=== block 1 ===
### Placed cells, one colour a class, block 1

Drawn at 8 px/um.
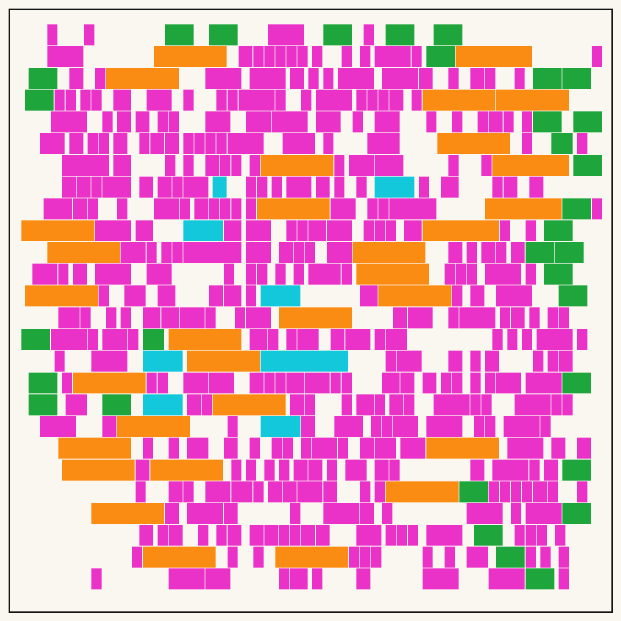
<file path="src/rtl/sprite_renderer.sv">
// Bouncing square sprite renderer: two-stage colour pipeline on the pixel enable plus a
// once-per-frame motion FSM. Define SPRITE_BORDER_EN to draw the sprite's outer ring white.
module sprite_renderer #(
    parameter int          H_DISPLAY = 640,
    parameter int          V_DISPLAY = 480,
    parameter int          BOX_SIZE  = 32,
    parameter int          STEP      = 2,
    parameter int          X0        = 0,
    parameter int          Y0        = 0,
    parameter logic [7:0]  BOX_COLOR = 8'hE0,
    parameter logic [7:0]  BG_COLOR  = 8'h00
) (
    input  logic       clk,
    input  logic       rst,
    input  logic       clkDiv,
    input  logic       hSyncIn,
    input  logic       vSyncIn,
    input  logic [8:0] row,
    input  logic [9:0] column,
    input  logic       displayActive,
    input  logic       run,
    output logic       hSync,
    output logic       vSync,
    output logic [2:0] red,
    output logic [2:0] green,
    output logic [1:0] blue,
    output logic [1:0] dbgState
);

    typedef enum logic [1:0] {
        IDLE   = 2'd0,
        MOVE_X = 2'd1,
        MOVE_Y = 2'd2
    } state_t;

    localparam logic [10:0] XL      = 11'(H_DISPLAY - BOX_SIZE);
    localparam logic [10:0] YL      = 11'(V_DISPLAY - BOX_SIZE);
    localparam logic [10:0] STEP11  = 11'(STEP);
    localparam logic [10:0] BOX11   = 11'(BOX_SIZE);
    localparam logic [10:0] BOXM1   = 11'(BOX_SIZE - 1);
    localparam logic        DIR_FWD = 1'b0;
    localparam logic        DIR_REV = 1'b1;

    state_t      state, stateNext;
    logic [10:0] xPos, yPos, xNext, yNext;
    logic        dirX, dirY, dirXNext, dirYNext;
    logic [10:0] col11, row11;
    logic        hitNow, tick, vSyncPrev;
    logic        activeS1, hSyncS1, vSyncS1, hitS1;
    logic [7:0]  pixelNext, colorS2;

    assign col11  = {1'b0, column};
    assign row11  = {2'b00, row};
    assign hitNow = (col11 >= xPos) && (col11 < xPos + BOX11) &&
                    (row11 >= yPos) && (row11 < yPos + BOX11);

`ifdef SPRITE_BORDER_EN
    logic ringNow, ringS1;
    assign ringNow = hitNow && ((col11 == xPos) || (col11 == xPos + BOXM1) ||
                                (row11 == yPos) || (row11 == yPos + BOXM1));
`else
    logic unusedBoxm1;
    assign unusedBoxm1 = ^BOXM1;
`endif

    // Every register in the colour path advances only on cycles where clkDiv is high;
    // with clkDiv low the whole pipeline, including vSyncPrev, holds its value.
    always_ff @(posedge clk or posedge rst) begin
        if (rst) begin
            activeS1  <= 1'b0;
            hSyncS1   <= 1'b1;
            vSyncS1   <= 1'b1;
            hitS1     <= 1'b0;
            vSyncPrev <= 1'b1;
`ifdef SPRITE_BORDER_EN
            ringS1    <= 1'b0;
`endif
        end else if (clkDiv) begin
            activeS1  <= displayActive;
            hSyncS1   <= hSyncIn;
            vSyncS1   <= vSyncIn;
            hitS1     <= hitNow;
            vSyncPrev <= vSyncIn;
`ifdef SPRITE_BORDER_EN
            ringS1    <= ringNow;
`endif
        end
    end

    // Blanking is forced black whatever the background colour.
    always_comb begin
        pixelNext = 8'h00;
        if (activeS1) begin
`ifdef SPRITE_BORDER_EN
            pixelNext = hitS1 ? (ringS1 ? 8'hFF : BOX_COLOR) : BG_COLOR;
`else
            pixelNext = hitS1 ? BOX_COLOR : BG_COLOR;
`endif
        end
    end

    always_ff @(posedge clk or posedge rst) begin
        if (rst) begin
            colorS2 <= 8'h00;
            hSync   <= 1'b1;
            vSync   <= 1'b1;
        end else if (clkDiv) begin
            colorS2 <= pixelNext;
            hSync   <= hSyncS1;
            vSync   <= vSyncS1;
        end
    end

    assign red   = colorS2[7:5];
    assign green = colorS2[4:2];
    assign blue  = colorS2[1:0];

    // Frame tick on the enabled falling edge of the incoming vertical sync.
    assign tick = clkDiv & vSyncPrev & ~vSyncIn;

    always_ff @(posedge clk or posedge rst) begin
        if (rst) state <= IDLE;
        else     state <= stateNext;
    end

    always_comb begin
        stateNext = state;
        case (state)
            IDLE:    if (tick && run) stateNext = MOVE_X;
            MOVE_X:  stateNext = MOVE_Y;
            MOVE_Y:  stateNext = IDLE;
            default: stateNext = IDLE;
        endcase
    end

    assign dbgState = state;

    always_comb begin
        xNext    = xPos;
        yNext    = yPos;
        dirXNext = dirX;
        dirYNext = dirY;
        if (state == MOVE_X) begin
            if (dirX == DIR_FWD) begin
                if (xPos + STEP11 >= XL) begin
                    xNext    = XL;
                    dirXNext = DIR_REV;
                end else begin
                    xNext = xPos + STEP11;
                end
            end else if (xPos <= STEP11) begin
                xNext    = 11'd0;
                dirXNext = DIR_FWD;
            end else begin
                xNext = xPos - STEP11;
            end
        end
        if (state == MOVE_Y) begin
            if (dirY == DIR_FWD) begin
                if (yPos + STEP11 >= YL) begin
                    yNext    = YL;
                    dirYNext = DIR_REV;
                end else begin
                    yNext = yPos + STEP11;
                end
            end else if (yPos <= STEP11) begin
                yNext    = 11'd0;
                dirYNext = DIR_FWD;
            end else begin
                yNext = yPos - STEP11;
            end
        end
    end

    always_ff @(posedge clk or posedge rst) begin
        if (rst) begin
            xPos <= 11'(X0);
            yPos <= 11'(Y0);
            dirX <= DIR_FWD;
            dirY <= DIR_FWD;
        end else begin
            xPos <= xNext;
            yPos <= yNext;
            dirX <= dirXNext;
            dirY <= dirYNext;
        end
    end

endmodule

</file>
<file path="config.mk">
export PLATFORM = sky130hd
export DESIGN_NAME = sprite_renderer
export DESIGN_NICKNAME = d
export VERILOG_FILES = /design/src/rtl/sprite_renderer.sv
export SDC_FILE = /design/constraint.sdc
export NUM_CORES = 1
export LEC_CHECK = 0
export ABC_AREA = 1
export CAP_MARGIN = 20
export CORE_UTILIZATION = 57
export DETAILED_ROUTE_END_ITERATION = 10
export PLACE_DENSITY = 0.78
export SLEW_MARGIN = 20
export SYNTH_ARGS = -nofsm -noshare
export SYNTH_HDL_FRONTEND = slang
export SYNTH_SLANG_ARGS = --single-unit
</file>
<file path="constraint.sdc">
create_clock -name clk -period 2.3 [get_ports clk]
set_input_delay 0.575 -clock clk [delete_from_list [all_inputs] [get_ports clk]]
set_output_delay 0.575 -clock clk [all_outputs]
set_load 0.05 [all_outputs]
</file>
==> results_dict.tcl <==
# metrics dict for downstream scripts
set metrics [dict create \
    via_per_inst 5.37 \
    clock_sinks 31 \
    power.clock.total_mw 0.580 \
    inv_count 59 \
    crit_end "vSync" \
    drive_above_1_share_pct 11.3 \
    relSlewSlack_pct 66.3 \
    firstDrtPassIters 4 \
    syn_area_sq_mm 0.00305 \
    ff_count 31 \
    cts_buffers 5 \
    synth_cells 429 \
    area_growth_pct 14.9 \
    synth-edff-count 0 \
    p_seq_share_pct 24.8 \
    status "complete, no violations" \
    p_per_area_mw_per_mm2 1200 \
    rrSetupSlack_ns 0.22 \
    highest_layer "met4" \
    ctsResizeCount 0 \
    met1_length_um 3320 \
    route.met3.wl_um 409 \
]
## Picture notes: 'Placed cells, one colour a class' of block 1
| colour | class | cells | share of their area |
|---|---|---|---|
| cyan | clock drivers and dummy loads | 8 | 3.4% |
| green | other buffers and delay cells | 32 | 9.2% |
| orange | flops | 31 | 23% |
| magenta | all other logic | 389 | 65% |


=== block 2 ===
### Layout detail, block 2

Window x 62 to 112, y 62 to 112 um. Cells in grey, sequential cells in the stronger grey; small squares are vias.
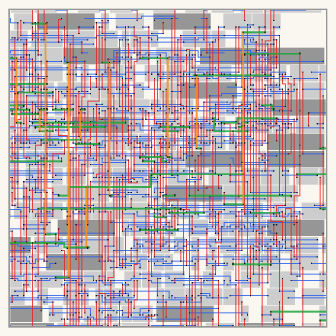
### Met4 routing, block 2

Drawn at 3 px/um. Supply wires on this layer in grey. Cells faint in the background.
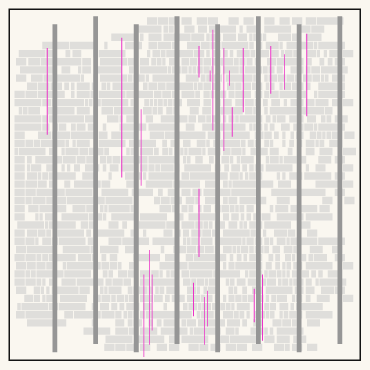
### Pin placement, block 2

Drawn at 3 px/um. Pins as bars across the die edge, other pins in grey.
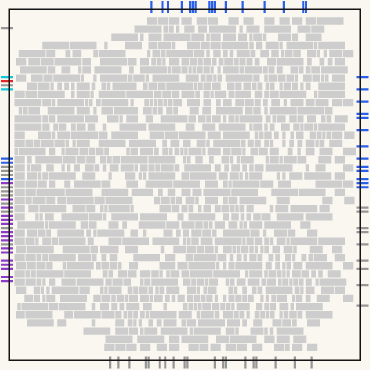
### src/rtl/qpsk_symbol_slicer.sv
// qpsk_symbol_slicer
//   Integrate-and-dump symbol slicer for the QPSK demodulator. Each filtered
//   baseband arm is summed over one symbol window. The sign of each sum gives
//   a Gray dibit {i_neg, q_neg}, which is pushed into a small first-word
//   fall-through FIFO. Timing recovery can stretch (slip) or shorten (adv)
//   the next window by one sample.
//
// Ports
//   clk        system clock, one sample per cycle while en=1
//   reset      asynchronous active-high reset
//   en         enable; 0 clears the integrators and aborts the window
//   i_in/q_in  signed LPF outputs, WIDTH bits
//   slip/adv   single-cycle pulses; next window is SPS+1 / SPS-1 samples
//   sym_data   dibit at the FIFO head (holds the last value when empty)
//   sym_valid  FIFO non-empty
//   sym_ready  consumer pops the head when sym_valid=1
//   overflow   sticky flag: a symbol was dropped on a full FIFO
//   ovf_clr    synchronous clear of overflow
//   sym_count  successful FIFO writes, wraps at 2^16
//
// Pending window adjustment:
//   state    | meaning
//   ADJ_NONE | next window is SPS samples
//   ADJ_SLIP | next window is SPS+1 samples
//   ADJ_ADV  | next window is SPS-1 samples

module qpsk_symbol_slicer #(
    parameter int WIDTH      = 32,
    parameter int SPS        = 16,
    parameter int FIFO_DEPTH = 4
) (
    input  logic             clk,
    input  logic             reset,
    input  logic             en,
    input  logic [WIDTH-1:0] i_in,
    input  logic [WIDTH-1:0] q_in,
    input  logic             slip,
    input  logic             adv,
    output logic [1:0]       sym_data,
    output logic             sym_valid,
    input  logic             sym_ready,
    output logic             overflow,
    input  logic             ovf_clr,
    output logic [15:0]      sym_count
);

    // Accumulator headroom covers SPS+1 full-scale samples, so no saturation.
    localparam int ACC_W = WIDTH + $clog2(SPS + 2);
    localparam int CNT_W = $clog2(SPS + 2);
    localparam int PTR_W = $clog2(FIFO_DEPTH);

    localparam logic [CNT_W-1:0] TERM_NOM  = CNT_W'(SPS);
    localparam logic [CNT_W-1:0] TERM_SLIP = CNT_W'(SPS + 1);
    localparam logic [CNT_W-1:0] TERM_ADV  = CNT_W'(SPS - 1);
    localparam logic [CNT_W-1:0] CNT_ONE   = CNT_W'(1);

    typedef enum logic [1:0] {
        ADJ_NONE = 2'd0,
        ADJ_SLIP = 2'd1,
        ADJ_ADV  = 2'd2
    } adj_t;

    adj_t adj_q, adj_d, adj_pulse, adj_eff;

    logic [CNT_W-1:0] cnt, cnt_d;
    logic [CNT_W-1:0] term, term_d;
    logic [ACC_W-1:0] acc_i, acc_q, acc_i_d, acc_q_d;
    logic [ACC_W-1:0] sum_i, sum_q;
    logic             term_hit;
    logic [1:0]       dibit;

    assign sum_i    = acc_i + {{(ACC_W-WIDTH){i_in[WIDTH-1]}}, i_in};
    assign sum_q    = acc_q + {{(ACC_W-WIDTH){q_in[WIDTH-1]}}, q_in};
    assign term_hit = en && (cnt == term - CNT_ONE);
    // A zero sum has a clear sign bit, so it slices as non-negative.
    assign dibit    = {sum_i[ACC_W-1], sum_q[ACC_W-1]};

    // ------------------------------------------------------------------
    // Window control: state register
    // ------------------------------------------------------------------
    always_ff @(posedge clk or posedge reset) begin
        if (reset) begin
            adj_q <= ADJ_NONE;
            term  <= TERM_NOM;
            cnt   <= '0;
            acc_i <= '0;
            acc_q <= '0;
        end else begin
            adj_q <= adj_d;
            term  <= term_d;
            cnt   <= cnt_d;
            acc_i <= acc_i_d;
            acc_q <= acc_q_d;
        end
    end

    // ------------------------------------------------------------------
    // Window control: next state
    // ------------------------------------------------------------------
    always_comb begin
        adj_pulse = ADJ_NONE;
        adj_eff   = adj_q;
        adj_d     = adj_q;
        term_d    = term;
        cnt_d     = cnt;
        acc_i_d   = acc_i;
        acc_q_d   = acc_q;

        // Simultaneous slip and adv cancel out.
        if (slip && !adv) begin
            adj_pulse = ADJ_SLIP;
        end else if (adv && !slip) begin
            adj_pulse = ADJ_ADV;
        end

        // Only one adjustment is held; later pulses are ignored until it is
        // consumed. A pulse in the terminal cycle still targets the next window.
        if (adj_q == ADJ_NONE) begin
            adj_eff = adj_pulse;
        end

        if (!en) begin
            adj_d   = ADJ_NONE;
            term_d  = TERM_NOM;
            cnt_d   = '0;
            acc_i_d = '0;
            acc_q_d = '0;
        end else if (term_hit) begin
            adj_d   = ADJ_NONE;
            cnt_d   = '0;
            acc_i_d = '0;
            acc_q_d = '0;
            case (adj_eff)
                ADJ_SLIP: term_d = TERM_SLIP;
                ADJ_ADV:  term_d = TERM_ADV;
                default:  term_d = TERM_NOM;
            endcase
        end else begin
            adj_d   = adj_eff;
            cnt_d   = cnt + CNT_ONE;
            acc_i_d = sum_i;
            acc_q_d = sum_q;
        end
    end

    // ------------------------------------------------------------------
    // Output FIFO (first-word fall-through)
    // ------------------------------------------------------------------
    logic [1:0]       mem [FIFO_DEPTH];
    logic [PTR_W:0]   wr_ptr, rd_ptr;
    logic [1:0]       last_data;
    logic             empty, full, pop, push_ok, drop;

    assign empty   = (wr_ptr == rd_ptr);
    assign full    = (wr_ptr[PTR_W] != rd_ptr[PTR_W]) &&
                     (wr_ptr[PTR_W-1:0] == rd_ptr[PTR_W-1:0]);
    assign pop     = !empty && sym_ready;
    // A pop in the same cycle frees the slot, so a push on full still lands.
    assign push_ok = term_hit && (!full || pop);
    assign drop    = term_hit && full && !pop;

    assign sym_valid = !empty;
    assign sym_data  = empty ? last_data : mem[rd_ptr[PTR_W-1:0]];

    always_ff @(posedge clk or posedge reset) begin
        if (reset) begin
            for (int k = 0; k < FIFO_DEPTH; k++) begin
                mem[k] <= 2'b00;
            end
            wr_ptr    <= '0;
            rd_ptr    <= '0;
            last_data <= 2'b00;
            overflow  <= 1'b0;
            sym_count <= 16'd0;
        end else begin
            if (pop) begin
                last_data <= mem[rd_ptr[PTR_W-1:0]];
                rd_ptr    <= rd_ptr + 1'b1;
            end
            if (push_ok) begin
                mem[wr_ptr[PTR_W-1:0]] <= dibit;
                wr_ptr    <= wr_ptr + 1'b1;
                sym_count <= sym_count + 16'd1;
            end
            // A drop in the same cycle as a clear wins.
            if (drop) begin
                overflow <= 1'b1;
            end else if (ovf_clr) begin
                overflow <= 1'b0;
            end
        end
    end

endmodule

### config.mk
export PLATFORM = sky130hd
export DESIGN_NAME = qpsk_symbol_slicer
export DESIGN_NICKNAME = d
export VERILOG_FILES = /design/src/rtl/qpsk_symbol_slicer.sv
export SDC_FILE = /design/constraint.sdc
export NUM_CORES = 1
export LEC_CHECK = 0
export ABC_CLOCK_PERIOD_IN_PS = 8800
export CAP_MARGIN = 25
export CORE_UTILIZATION = 62
export DETAILED_ROUTE_END_ITERATION = 10
export GPL_ROUTABILITY_DRIVEN = 0
export PLACE_DENSITY = 0.95
export SLEW_MARGIN = 10
export SYNTH_ARGS = -nofsm -noshare
export SYNTH_HDL_FRONTEND = slang
export SYNTH_SLANG_ARGS = --single-unit
### constraint.sdc
create_clock -name clk -period 8.8 [get_ports clk]
set_input_delay 1.76 -clock clk [delete_from_list [all_inputs] [get_ports clk]]
set_output_delay 1.76 -clock clk [all_outputs]
set_load 0.005 [all_outputs]
==> results_dict.tcl <==
# metrics dict for downstream scripts
set metrics [dict create \
    pwr-share-comb_pct 54.0 \
    rows 41 \
    cts_buffers 17 \
    clkPwrFrac_pct 21.2 \
    reg_top3 "acc_i x37, acc_q x37, sym_count x16" \
    synth-edff-count 0 \
    synthArstFlopShare_pct 100 \
    synth.most_common_cell "dfrtp_1" \
    finalSetupViolations 0 \
    top_area_share_pct 35.7 \
    wl_um 18800 \
    layout_min_cycle_time_ns 4.50 \
    drtIter0Drc 575 \
    grt_max_degree 76 \
    rrSetupSlack_ns 5.74 \
    p_seq_share_pct 24.8 \
    clockRootBuffer "clkbuf_16" \
    inv_count 25 \
    clkTransAtPathRegs_ns 0.06 \
    route.met3.wl_um 1080 \
    warnings 31 \
    clock_sinks 117 \
    grt_pass1_vias 6776 \
    syn_area_per_cell_sq_um 9.31 \
    rsz0062_at_grt "no" \
    peakVddDrop_v 0.000205 \
    ant_nets 0 \
    crit_required_ns 9.08 \
    maxPowerGroup "combinational logic" \
    syn_nets 1030 \
    cp_max_fo 4 \
    yosys_warnings 0 \
    synth_cells 874 \
    p_switching_mw 1.29 \
    comb.multi_input.count 710 \
    flop_area_sq_mm 0.00293 \
    ios 91 \
    lay_top_cells "116 x dfrtp_1, 101 x nor2_1, 90 x clkdlybuf4s50_1" \
    highest_layer "met4" \
    buffers_excl_clock 92 \
    status "complete, no violations" \
    worstPathCellList "clkdlybuf4s50_1 -> ha_1 -> inv_1 -> fa_1 -> nor2b_4 -> o31a_1 -> a211oi_1 -> o21ai_2 -> a41oi_2 -> or2_1 -> o31ai_1 -> xnor2_1 -> nor2_1" \
    min_from "mem[3]" \
    period_used_pct 51.1 \
]
Notes on 'Layout detail' of block 2 above:
| colour | layer |
|---|---|
| blue | met1 |
| red | met2 |
| green | met3 |
| orange | met4 |
netlist names of flops here include: acc_i (17)
most frequent: nor2_1 (28), a21oi_1 (23), ha_1 (19)
cells with their middle in the window: 231
sequential cells in the window: 17

Notes on 'Met4 routing' of block 2 above:
main direction: vertical
longest straight run: 46.2 um

Notes on 'Pin placement' of block 2 above:
| colour | port | pins | direction | edge |
|---|---|---|---|---|
| blue | i_in | 32 | input | 16 top, 13 right, 3 left |
| red | sym_ready | 1 | input | left |
| purple | sym_count | 16 | output | left |
| cyan | sym_data | 2 | output | left |
all pins by edge: 34 left, 22 right, 19 bottom, 16 top
die height: 117 um
Port Buffers: 90
Die X-Extent: 117 um


=== block 3 ===
## src/rtl/fetch_stage_pkg.sv

```systemverilog
// Shared types for the instruction fetch stage.
//   fetch_state_t : FSM states of the fetch controller
//   if_id_t       : one IF/ID boundary entry {valid, pc, raw_instr, misalign}
//   PC_RESET_DEFAULT : default reset PC
package fetch_stage_pkg;

    // Width of the pc field inside if_id_t; the fetch stage XLEN must match it.
    localparam int unsigned XLEN_P = 64;
    localparam logic [XLEN_P-1:0] PC_RESET_DEFAULT = 64'h8000_0000;

    typedef enum logic [1:0] {
        FETCH,
        HOLD,
        DISCARD,
        FAULT
    } fetch_state_t;

    typedef struct packed {
        logic              valid;
        logic [XLEN_P-1:0] pc;
        logic [31:0]       raw_instr;
        logic              misalign;
    } if_id_t;

    function automatic logic pc_aligned(input logic [1:0] pc_lsb);
        return pc_lsb == 2'b00;
    endfunction

endpackage

```

## src/rtl/fetch_pc_sel.sv

```systemverilog
// Next-PC selection for the fetch stage (purely combinational).
//   redirect_valid_i / redirect_pc_i : flush target, highest priority
//   advance_i                        : current word was fetched, step to pc+4
//   pc_i                             : current PC
//   pc_o                             : next PC (wraps modulo 2^XLEN)
module fetch_pc_sel #(
    parameter int unsigned XLEN = 64
) (
    input  logic            redirect_valid_i,
    input  logic [XLEN-1:0] redirect_pc_i,
    input  logic            advance_i,
    input  logic [XLEN-1:0] pc_i,
    output logic [XLEN-1:0] pc_o
);

    always_comb begin
        pc_o = pc_i;
        if (redirect_valid_i) begin
            pc_o = redirect_pc_i;
        end else if (advance_i) begin
            pc_o = pc_i + XLEN'(4);
        end
    end

endmodule

```

## src/rtl/fetch_stage.sv

```systemverilog
// Instruction fetch stage feeding the decoder.
// Owns the PC, issues word fetches on the instruction bus and presents
// {pc, raw_instr, misalign} to IF/ID through a valid/ready handshake.
//   clk, reset                     : clock, synchronous active-high reset
//   ireq_valid / ireq_addr         : bus request, held stable until iresp_data_ok
//   iresp_data_ok / iresp_data     : one response pulse per accepted request
//   redirect_valid / redirect_pc   : flush and restart at a new PC
//   out_valid / out_ready          : IF/ID handshake
//   out_pc / out_instr / out_misalign : IF/ID entry contents
module fetch_stage
    import fetch_stage_pkg::*;
#(
    parameter int unsigned       XLEN     = XLEN_P,
    parameter logic [XLEN-1:0]   PC_RESET = PC_RESET_DEFAULT
) (
    input  logic            clk,
    input  logic            reset,
    output logic            ireq_valid,
    output logic [XLEN-1:0] ireq_addr,
    input  logic            iresp_data_ok,
    input  logic [31:0]     iresp_data,
    input  logic            redirect_valid,
    input  logic [XLEN-1:0] redirect_pc,
    output logic            out_valid,
    input  logic            out_ready,
    output logic [XLEN-1:0] out_pc,
    output logic [31:0]     out_instr,
    output logic            out_misalign
);

    fetch_state_t    state_q, state_d;
    logic [XLEN-1:0] pc_q, pc_d;
    logic [XLEN-1:0] req_addr_q, req_addr_d;
    if_id_t          out_q, out_d;
    if_id_t          pend_q, pend_d;
    if_id_t          resp_entry;
    if_id_t          fault_entry;

    logic pc_ok;
    logic slot_free;
    logic req_active;
    logic resp_take;
    logic advance;

    assign pc_ok     = pc_aligned(pc_q[1:0]);
    assign slot_free = !out_q.valid || out_ready;

    // A request is on the bus whenever we are fetching an aligned PC or
    // waiting out a response that a redirect has orphaned.
    assign req_active = !reset && ((state_q == FETCH && pc_ok) || state_q == DISCARD);
    assign resp_take  = req_active && iresp_data_ok;

    assign ireq_valid = req_active;
    assign ireq_addr  = req_addr_q;

    assign resp_entry  = '{valid: 1'b1, pc: req_addr_q, raw_instr: iresp_data, misalign: 1'b0};
    assign fault_entry = '{valid: 1'b1, pc: pc_q, raw_instr: 32'h0, misalign: 1'b1};

    fetch_pc_sel #(
        .XLEN(XLEN)
    ) u_pc_sel (
        .redirect_valid_i(redirect_valid),
        .redirect_pc_i   (redirect_pc),
        .advance_i       (advance),
        .pc_i            (pc_q),
        .pc_o            (pc_d)
    );

    // The request address may only move once the outstanding request has
    // been answered; otherwise it shadows the next PC so that a new request
    // always starts at the current PC.
    assign req_addr_d = (req_active && !iresp_data_ok) ? req_addr_q : pc_d;

    always_comb begin
        state_d = state_q;
        out_d   = out_q;
        pend_d  = pend_q;
        advance = 1'b0;

        if (out_q.valid && out_ready) begin
            out_d.valid = 1'b0;
        end

        case (state_q)
            FETCH: begin
                if (!pc_ok) begin
                    // Misaligned PC: report the fault instead of fetching.
                    if (slot_free) begin
                        out_d   = fault_entry;
                        state_d = FAULT;
                    end
                end else if (resp_take) begin
                    advance = 1'b1;
                    if (slot_free) begin
                        out_d = resp_entry;
                    end else begin
                        pend_d  = resp_entry;
                        state_d = HOLD;
                    end
                end
            end
            HOLD: begin
                if (out_ready) begin
                    out_d        = pend_q;
                    pend_d.valid = 1'b0;
                    state_d      = FETCH;
                end
            end
            DISCARD: begin
                if (resp_take) begin
                    state_d = FETCH;
                end
            end
            FAULT: begin
                state_d = FAULT;
            end
        endcase

        // Redirect overrides everything, including a same-cycle out_ready.
        if (redirect_valid) begin
            out_d.valid  = 1'b0;
            pend_d.valid = 1'b0;
            if (req_active && !iresp_data_ok) begin
                state_d = DISCARD;
            end else begin
                state_d = FETCH;
            end
        end
    end

    always_ff @(posedge clk) begin
        if (reset) begin
            state_q    <= FETCH;
            pc_q       <= PC_RESET;
            req_addr_q <= PC_RESET;
            out_q      <= '0;
            pend_q     <= '0;
        end else begin
            state_q    <= state_d;
            pc_q       <= pc_d;
            req_addr_q <= req_addr_d;
            out_q      <= out_d;
            pend_q     <= pend_d;
        end
    end

    assign out_valid    = out_q.valid;
    assign out_pc       = out_q.pc;
    assign out_instr    = out_q.raw_instr;
    assign out_misalign = out_q.misalign;

endmodule

```

## config.mk

```make
export PLATFORM = sky130hd
export DESIGN_NAME = fetch_stage
export DESIGN_NICKNAME = d
export VERILOG_FILES = /design/src/rtl/fetch_stage_pkg.sv /design/src/rtl/fetch_pc_sel.sv /design/src/rtl/fetch_stage.sv
export SDC_FILE = /design/constraint.sdc
export NUM_CORES = 1
export LEC_CHECK = 0
export CORE_ASPECT_RATIO = 0.6
export CORE_MARGIN = 2
export CORE_UTILIZATION = 47
export CTS_CLUSTER_SIZE = 28
export DETAILED_ROUTE_END_ITERATION = 16
export PLACE_DENSITY = 0.76
export SLEW_MARGIN = 5
export SYNTH_ARGS = -nofsm -noshare
export SYNTH_HDL_FRONTEND = slang
export SYNTH_SLANG_ARGS = --single-unit
```

## constraint.sdc

```tcl
create_clock -name clk -period 3.2 [get_ports clk]
set_input_delay 0.96 -clock clk [delete_from_list [all_inputs] [get_ports clk]]
set_output_delay 0.96 -clock clk [all_outputs]
set_load 0.02 [all_outputs]
```

### Signal wires on met3, block 3

Drawn at 3 px/um. Cells faint in the background.
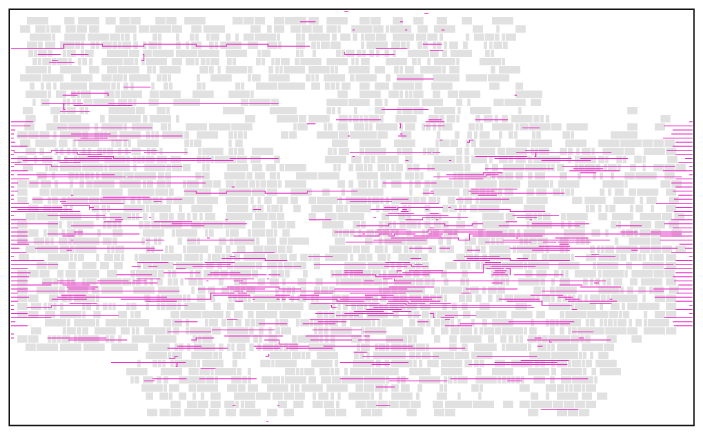
wire length on this layer: 5870 um
nets with wire on the layer: 309
share of all routed wire: 12%

==> results_dict.tcl <==
# metrics dict for downstream scripts
set metrics [dict create \
    reg2reg_from "state_q[1]" \
    min_from "pend_q[5]" \
    p_sw_share_pct 28.9 \
    htree_levels 1 \
    flop_area_sq_mm 0.00651 \
    grt_pass1_wl_um 76100 \
    end_kind "primary output" \
    crit_cells 6 \
    p_seq_mw 4.62 \
    fin_cells 2395 \
    peakVddDrop_v 0.000456 \
    worstPathCellList "inv_1 -> ha_1 -> nor3b_2 -> o21ai_2 -> inv_1 -> dlygate4sd2_1" \
    common_cells "372 x nand2_1, 325 x dfxtp_1, 158 x nor2_1, 133 x a21oi_1, 123 x clkbuf_1" \
    clock_sinks 325 \
    layout_min_cycle_time_ns 3.09 \
    top_area_cell "dfxtp_1" \
    status "complete, no violations" \
    area_growth_pct 31.2 \
    fp_util_pct 47.5 \
    drtIter0Drc 1989 \
    synthArstFlopShare_pct 0 \
    ios 264 \
    ff_count 325 \
    overflow 0 \
    postCtsSetupBuffers 0 \
    grt_max_degree 201 \
    relSlewSlack_pct 32.5 \
    grt-busiest-layer "met2" \
    min_to "pend_q[5]" \
    synthAoiAreaFrac_pct 19.7 \
    post-route-util_pct 62.3 \
    rsz0062_at_grt "no" \
    cp-startpoint "state_q[1]" \
    nClkBuffers 44 \
]


## Gallery

Clock nets.
panel A
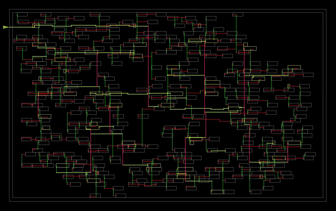
panel B
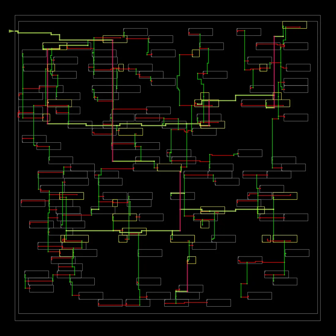
panel C
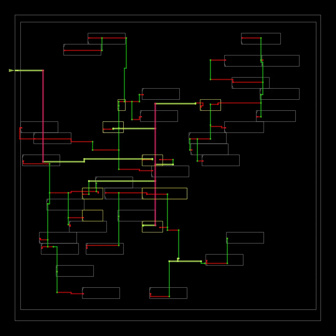
panel A: block 3
panel C: block 1
panel B: block 2

Power figures rest on the tool's default switching activity, not on a simulated workload.
